=== result_unloader ===
### Signal wires on met2, result_unloader

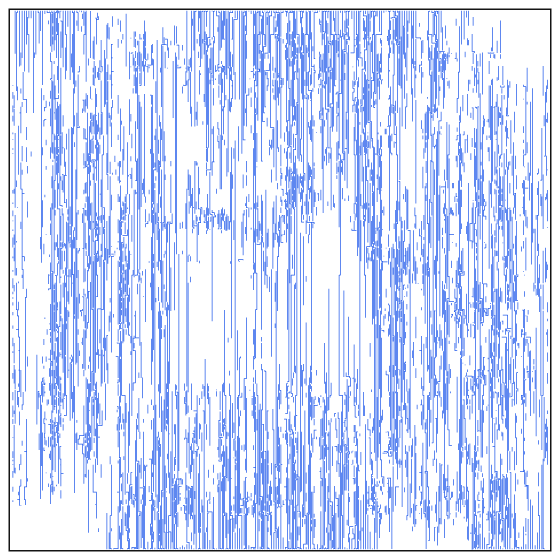
### The clock network, result_unloader

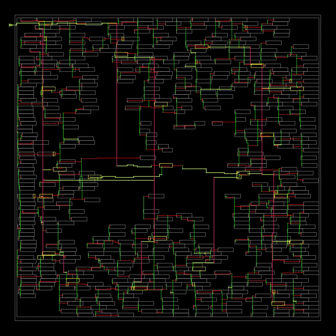
### Met1 routing, result_unloader

Scale bar: 50 um. Cells faint in the background.
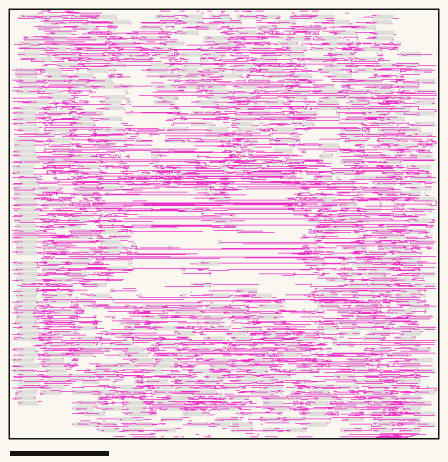
--- src/rtl/sa_pkg.sv ---
// sa_pkg: shared systolic-array sizes and the result unloader state type
package sa_pkg;
  localparam int ROWS = 4;
  localparam int COLS = 4;
  localparam int ELEM_W = 32;
  localparam int BPE = ELEM_W / 8;
  localparam int TOTAL_BYTES = ROWS * COLS * BPE;
  typedef enum logic [1:0] {IDLE, SEND, CKSUM, DONE} unl_state_t;
endpackage

--- src/rtl/elem_serializer.sv ---
// elem_serializer: picks one byte (MSB first) of one snapshot element
module elem_serializer #(
  parameter int NE = sa_pkg::ROWS * sa_pkg::COLS,
  parameter int ELEM_W = sa_pkg::ELEM_W,
  parameter int EW = 4,
  parameter int BW = 2
) (
  input  logic [ELEM_W-1:0] snap [0:NE-1],
  input  logic [EW-1:0]     elem_idx,
  input  logic [BW-1:0]     byte_idx,
  output logic [7:0]        byte_out
);
  logic [ELEM_W-1:0] shifted;
  // shifting left by whole bytes brings the wanted byte to the top
  assign shifted = snap[elem_idx] << {byte_idx, 3'b000};
  assign byte_out = shifted[ELEM_W-1 -: 8];
endmodule

--- src/rtl/result_unloader.sv ---
// result_unloader: streams a snapshot of the result matrix out as bytes; UNLOADER_CHECKSUM_EN appends an XOR checksum byte
module result_unloader
  import sa_pkg::unl_state_t, sa_pkg::IDLE, sa_pkg::SEND, sa_pkg::CKSUM, sa_pkg::DONE;
#(
  parameter int ROWS = sa_pkg::ROWS,
  parameter int COLS = sa_pkg::COLS,
  parameter int ELEM_W = sa_pkg::ELEM_W
) (
  input  logic              clk,
  input  logic              rst,
  input  logic [ELEM_W-1:0] mem_c [0:ROWS*COLS-1],
  input  logic              unload_start,
  output logic [7:0]        data_out,
  output logic              data_out_valid,
  input  logic              data_out_ready,
  output logic              busy,
  output logic              unload_done
);
  localparam int BPE = ELEM_W / 8;
  localparam int NE = ROWS * COLS;
  localparam int BW = BPE > 1 ? $clog2(BPE) : 1;
  localparam int EW = NE > 1 ? $clog2(NE) : 1;
  unl_state_t state;
  logic [ELEM_W-1:0] snap [0:NE-1];
  logic [EW-1:0] elem_idx, ne;
  logic [BW-1:0] byte_idx, nb;
  logic [7:0] nxt_byte;
  logic xfer, last_byte, last;
`ifdef UNLOADER_CHECKSUM_EN
  logic [7:0] cksum;
`endif
  assign xfer = data_out_valid && data_out_ready;
  assign last_byte = byte_idx == BW'(BPE - 1);
  assign last = last_byte && elem_idx == EW'(NE - 1);
  assign nb = last_byte ? '0 : byte_idx + 1'b1;
  assign ne = last ? '0 : last_byte ? elem_idx + 1'b1 : elem_idx;
  // data_out is registered, so the serializer looks up the byte after the current one
  elem_serializer #(.NE(NE), .ELEM_W(ELEM_W), .EW(EW), .BW(BW)) u_ser (
    .snap(snap),
    .elem_idx(ne),
    .byte_idx(nb),
    .byte_out(nxt_byte)
  );
  // snapshot captured only when a start is accepted, so later mem_c changes are invisible
  always_ff @(posedge clk)
    if (!rst && state == IDLE && unload_start) snap <= mem_c;
  // control FSM with registered byte, valid, busy and done
  always_ff @(posedge clk) begin
    if (rst) begin
      state <= IDLE;
      data_out <= '0;
      data_out_valid <= 1'b0;
      busy <= 1'b0;
      unload_done <= 1'b0;
      elem_idx <= '0;
      byte_idx <= '0;
`ifdef UNLOADER_CHECKSUM_EN
      cksum <= '0;
`endif
    end else begin
      case (state)
        IDLE: if (unload_start) begin
          elem_idx <= '0;
          byte_idx <= '0;
          data_out <= mem_c[0][ELEM_W-1 -: 8];
          data_out_valid <= 1'b1;
          busy <= 1'b1;
          state <= SEND;
`ifdef UNLOADER_CHECKSUM_EN
          cksum <= '0;
`endif
        end
        SEND: if (xfer) begin
          byte_idx <= nb;
          elem_idx <= ne;
`ifdef UNLOADER_CHECKSUM_EN
          cksum <= cksum ^ data_out;
          data_out <= last ? cksum ^ data_out : nxt_byte;
          if (last) state <= CKSUM;
`else
          data_out <= last ? 8'h00 : nxt_byte;
          if (last) begin
            data_out_valid <= 1'b0;
            unload_done <= 1'b1;
            state <= DONE;
          end
`endif
        end
`ifdef UNLOADER_CHECKSUM_EN
        CKSUM: if (xfer) begin
          data_out <= '0;
          data_out_valid <= 1'b0;
          unload_done <= 1'b1;
          state <= DONE;
        end
`endif
        DONE: begin
          unload_done <= 1'b0;
          busy <= 1'b0;
          state <= IDLE;
        end
        default: state <= IDLE;
      endcase
    end
  end
endmodule

--- config.mk ---
export PLATFORM = sky130hd
export DESIGN_NAME = result_unloader
export DESIGN_NICKNAME = d
export VERILOG_FILES = /design/src/rtl/sa_pkg.sv /design/src/rtl/elem_serializer.sv /design/src/rtl/result_unloader.sv
export SDC_FILE = /design/constraint.sdc
export NUM_CORES = 1
export LEC_CHECK = 0
export ABC_AREA = 1
export ABC_CLOCK_PERIOD_IN_PS = 22700
export CAP_MARGIN = 15
export CORE_UTILIZATION = 47
export CTS_CLUSTER_DIAMETER = 200
export CTS_CLUSTER_SIZE = 30
export DETAILED_ROUTE_END_ITERATION = 10
export DONT_BUFFER_PORTS = 1
export GPL_TIMING_DRIVEN = 0
export SYNTH_ARGS = -nofsm -noshare
export SYNTH_HDL_FRONTEND = slang
export SYNTH_SLANG_ARGS = --single-unit
--- constraint.sdc ---
create_clock -name clk -period 22.7 [get_ports clk]
set_input_delay 6.81 -clock clk [delete_from_list [all_inputs] [get_ports clk]]
set_output_delay 6.81 -clock clk [all_outputs]
set_load 0.005 [all_outputs]
==> results.rst <==
Implementation results
======================

.. list-table::
   :header-rows: 1

   * - Metric
     - Value
   * - Status
     - finished clean
   * - Register share of the cell area
     - 67.8%
   * - OpenROAD warnings
     - 38
   * - Residual DRC
     - 0
   * - Design Area, Final
     - 23,200 sq um
   * - Data buffer area share
     - 3.45%
   * - Layout cells sized above 1
     - 7.26%
   * - Aggregate negative setup slack
     - 0 ns
   * - CP Buf/Inv Count
     - 3
   * - Kind of end point of the critical path
     - register
   * - Antenna violations before repair
     - 35
   * - Utilization after layout
     - 51.1%
   * - Syn-to-layout area delta
     - 7.00%
   * - Number of flip-flops in the largest register
     - 512
   * - Worst Reg2Reg Path Length in Cells
     - 9
   * - Hold violation total from the final report
     - 0
   * - Reg2Reg Launch Point
     - data_out_valid
   * - Routed wire length on met2
     - 34.1 mm
   * - Power, Total
     - 1680 uW
   * - Internal portion of total power
     - 1320 uW
   * - Clock sinks
     - 531
   * - Slew at the pin with the worst max-slew slack
     - 0.896 ns
   * - Total congestion overflow
     - 0
   * - Total clock buffers created by CTS
     - 21
   * - CTS H-Tree Depth
     - 1
   * - Post-synthesis share of cell area spent on and-or and or-and gates
     - 0.853%
   * - Main synth FF type
     - sky130_fd_sc_hd__edfxtp_1
   * - Final cell count without fillers
     - 2,491
   * - Busiest layer in global routing
     - met2
   * - Worst hold endpoint
     - elem_idx[3]
   * - Pre-antenna DRT Iters
     - 5
   * - Gate Count Post-Synth
     - 1,819
   * - WP data required
     - 22.92 ns
   * - Cell count along the critical path
     - 9
   * - Global-route wire length before repair
     - 96.5 mm
   * - Number of global-route vias before repair
     - 13,711
   * - Number of ordinary and repair buffers in the finished layout
     - 119
   * - Unrepaired setup endpoints after global routing
     - no
   * - Register-to-Register Setup Slack
     - 19.25 ns
   * - Seq. pwr
     - 1150 uW
   * - Largest register by flop count
     - snap
   * - Max Root-Sink Buffers
     - 3
   * - Placed wire-length estimate after detailed placement
     - 53.7 mm
   * - Global routing met3 resource utilization
     - 7.30%
   * - Cell type with the highest aggregate area in the netlist
     - sky130_fd_sc_hd__edfxtp_1
   * - Clock slew at the register clock pins of the worst setup and hold paths
     - 0.12 ns
   * - Core area
     - 45,500 sq um
   * - Remaining max-slew budget at the tightest pin
     - 40.3%
   * - Highest metal used
     - met5
   * - Hold buffer count at cts
     - 0
   * - Cell area power density
     - 72.2 nW/um^2
   * - Worst Hold Launch
     - elem_idx[3]
   * - Tally of clock buffers in the finished layout
     - 36
   * - Dominant non-sequential cell family after synthesis
     - simple AND/OR/NAND/NOR gates
About 'Signal wires on met2' of result_unloader:
- share of all routed wire: 49%
- wire length on this layer: 34.1 mm
- main direction: vertical
via count: 14,446
GR Util met2: 48.3%
Post-Route WL: 69.8 mm

About 'The clock network' of result_unloader:
clock insertion delay at the later pin of the skew report: 0.60 ns
sequential cell count: 531
clock-net power: 474 uW
post-route clock skew: 0.0355 ns

About 'Met1 routing' of result_unloader:
- wire length on this layer: 26.9 mm
- share of all routed wire: 39%
- longest straight run: 107 um
- main direction: horizontal
met1 usage: 36.1%


=== t5_cpa_stage ===
### Met1 routing, t5_cpa_stage

Scale bar: 50 um. Cells faint in the background.
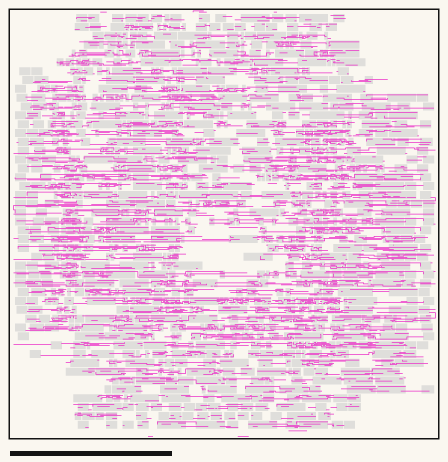
File: config.mk
export PLATFORM = sky130hd
export DESIGN_NAME = t5_cpa_stage
export DESIGN_NICKNAME = d
export VERILOG_FILES = /design/src/rtl/maf_pkg.sv /design/src/rtl/maf_lzc.sv /design/src/rtl/t5_cpa_stage.sv
export SDC_FILE = /design/constraint.sdc
export NUM_CORES = 1
export LEC_CHECK = 0
export CAP_MARGIN = 30
export CORE_UTILIZATION = 50
export CTS_CLUSTER_DIAMETER = 200
export DETAILED_ROUTE_END_ITERATION = 12
export HOLD_SLACK_MARGIN = 0.08
export PLACE_DENSITY = 0.78
export REMOVE_ABC_BUFFERS = 1
export SETUP_SLACK_MARGIN = 0.1
export SYNTH_ARGS = -nofsm -noshare
export SYNTH_HDL_FRONTEND = slang
export SYNTH_SLANG_ARGS = --single-unit
File: constraint.sdc
create_clock -name clk -period 4.4 [get_ports clk]
set_input_delay 0.44 -clock clk [delete_from_list [all_inputs] [get_ports clk]]
set_output_delay 0.44 -clock clk [all_outputs]
set_load 0.01 [all_outputs]
File: src/rtl/maf_pkg.sv
// Shared MAF datapath definitions: result/LZC widths and the cont codes
// carried in the sideband so stage 4, stage 5 and the normaliser agree.
package maf_pkg;

   localparam int PSIZE = 48;
   localparam int RES_W = PSIZE + 2;
   localparam int LZC_W = 6;

   // Inversion mode applied upstream; travels through stage 5 untouched.
   typedef enum logic [2:0] {
      CONT_LO_INV = 3'b000,
      CONT_HI_INV = 3'b001,
      CONT_NO_INV = 3'b010
   } cont_e;

endpackage

File: src/rtl/maf_lzc.sv
// Combinational leading-zero counter, MSB-first; an all-zero input yields W.
// Shared by the CPA stage and the normaliser.
module maf_lzc
   import maf_pkg::*;
#(
   parameter int W  = RES_W,
   parameter int LW = LZC_W
) (
   input  logic [W-1:0]  d_i,
   output logic [LW-1:0] lzc_o,
   output logic          zero_o
);

   // NOTE: lzc_o gets its default before the loop, so every path assigns it and no latch is inferred.
   always_comb begin
      lzc_o = LW'(W);
      for (int i = 0; i < W; i++) begin
         if (d_i[i]) lzc_o = LW'(W - 1 - i);
      end
   end

   assign zero_o = ~|d_i;

endmodule

File: src/rtl/t5_cpa_stage.sv
// MAF stage 5: resolves the CSA sum/carry pair with a two-cycle split
// carry-propagate add and attaches the leading-zero count for normalisation.
module t5_cpa_stage
   import maf_pkg::*;
#(
   parameter int PSIZE = 48,
   parameter int SPLIT = 25,
   parameter int SB_W  = 8
) (
   input  logic             clk,
   input  logic             rst_n,
   input  logic             in_valid,
   output logic             in_ready,
   input  logic [PSIZE-1:0] sum_i,
   input  logic [PSIZE:0]   carry_i,
   input  logic [SB_W-1:0]  sb_i,
   output logic             out_valid,
   input  logic             out_ready,
   output logic [PSIZE+1:0] res_o,
   output logic [LZC_W-1:0] lzc_o,
   output logic             zero_o,
   output logic [SB_W-1:0]  sb_o
);

   localparam int HI_W = PSIZE + 2 - SPLIT;
   localparam int SH_W = PSIZE - SPLIT;
   localparam int CH_W = PSIZE + 1 - SPLIT;

   logic             s1_valid_q;
   logic [SPLIT-1:0] s1_lo_q;
   logic             s1_c1_q;
   logic [SH_W-1:0]  s1_sum_hi_q;
   logic [CH_W-1:0]  s1_carry_hi_q;
   logic [SB_W-1:0]  s1_sb_q;

   logic             out_valid_q;
   logic [PSIZE+1:0] res_q;
   logic [LZC_W-1:0] lzc_q;
   logic             zero_q;
   logic [SB_W-1:0]  sb_q;

   logic             s2_advance;
   logic             s1_advance;
   logic             in_xfer;
   logic [SPLIT:0]   low_d;
   logic [HI_W-1:0]  high_d;
   logic [PSIZE+1:0] res_d;
   logic [LZC_W-1:0] lzc_d;
   logic             zero_d;

   assign s2_advance = ~out_valid_q | out_ready;
   assign s1_advance = ~s1_valid_q | s2_advance;
   assign in_ready   = s1_advance;
   assign in_xfer    = in_valid & s1_advance;

   // Low segment resolves in S1; its carry-out joins the high segment in S2.
   assign low_d  = {1'b0, sum_i[SPLIT-1:0]} + {1'b0, carry_i[SPLIT-1:0]};
   assign high_d = HI_W'(s1_sum_hi_q) + HI_W'(s1_carry_hi_q) + HI_W'(s1_c1_q);
   assign res_d  = {high_d, s1_lo_q};

   maf_lzc #(
      .W  (PSIZE + 2),
      .LW (LZC_W)
   ) u_lzc (
      .d_i    (res_d),
      .lzc_o  (lzc_d),
      .zero_o (zero_d)
   );

   // NOTE: state registers use non-blocking assignments so every flop samples pre-edge values.
   always_ff @(posedge clk or negedge rst_n) begin
      if (!rst_n) begin
         s1_valid_q    <= 1'b0;
         s1_lo_q       <= '0;
         s1_c1_q       <= 1'b0;
         s1_sum_hi_q   <= '0;
         s1_carry_hi_q <= '0;
         s1_sb_q       <= '0;
      end else if (s1_advance) begin
         s1_valid_q <= in_valid;
         if (in_valid) begin
            s1_lo_q       <= low_d[SPLIT-1:0];
            s1_c1_q       <= low_d[SPLIT];
            s1_sum_hi_q   <= sum_i[PSIZE-1:SPLIT];
            s1_carry_hi_q <= carry_i[PSIZE:SPLIT];
            s1_sb_q       <= sb_i;
         end
      end
   end

   always_ff @(posedge clk or negedge rst_n) begin
      if (!rst_n) begin
         out_valid_q <= 1'b0;
         res_q       <= '0;
         lzc_q       <= '0;
         zero_q      <= 1'b0;
         sb_q        <= '0;
      end else if (s2_advance) begin
         out_valid_q <= s1_valid_q;
         if (s1_valid_q) begin
            res_q  <= res_d;
            lzc_q  <= lzc_d;
            zero_q <= zero_d;
            sb_q   <= s1_sb_q;
         end
      end
   end

   assign out_valid = out_valid_q;
   assign res_o     = res_q;
   assign lzc_o     = lzc_q;
   assign zero_o    = zero_q;
   assign sb_o      = sb_q;

endmodule

==> results.rst <==
Implementation results
======================

.. list-table::
   :header-rows: 1

   * - Metric
     - Value
   * - Number of routed nets with antenna violations
     - 0
   * - Multiplexer share of the synthesized area
     - 8.27%
   * - Utilization after layout
     - 66.6%
   * - Initial DRC count
     - 530
   * - Max Cap Viol
     - 0
   * - Post-cts sizing count
     - 0
   * - Highest metal used
     - met4
   * - Post-Place Cell Area
     - 10,400 sq um
   * - Fmax
     - 271 MHz
   * - Post-Synthesis Cell Area
     - 8410 sq um
   * - Part of the power in registers
     - 34.8%
   * - Antenna fix cells
     - 0
   * - Final worst path period need
     - 3.68 ns
   * - Status
     - finished clean
   * - Tapcell count
     - 220
Notes on 'Met1 routing' of t5_cpa_stage above:
- main direction: horizontal
- nets with wire on the layer: 1,092



## Gallery

Met3 routing.
Scale bar: 50 um.
picture 1
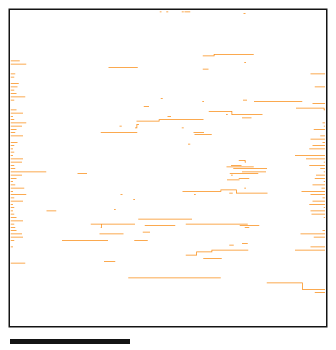
picture 2
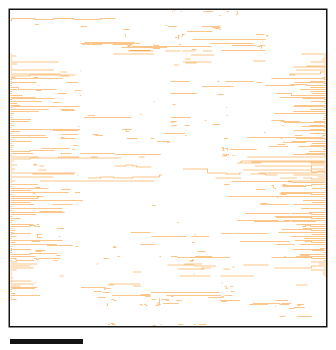
| from | picture |
|---|---|
| t5_cpa_stage | picture 1 |
| result_unloader | picture 2 |
The one with the largest die is picture 2.

Key to picture 2:
- share of all routed wire: 8.6%
- wire length on this layer: 6,020 um

Power is estimated from default activity; no workload was simulated.
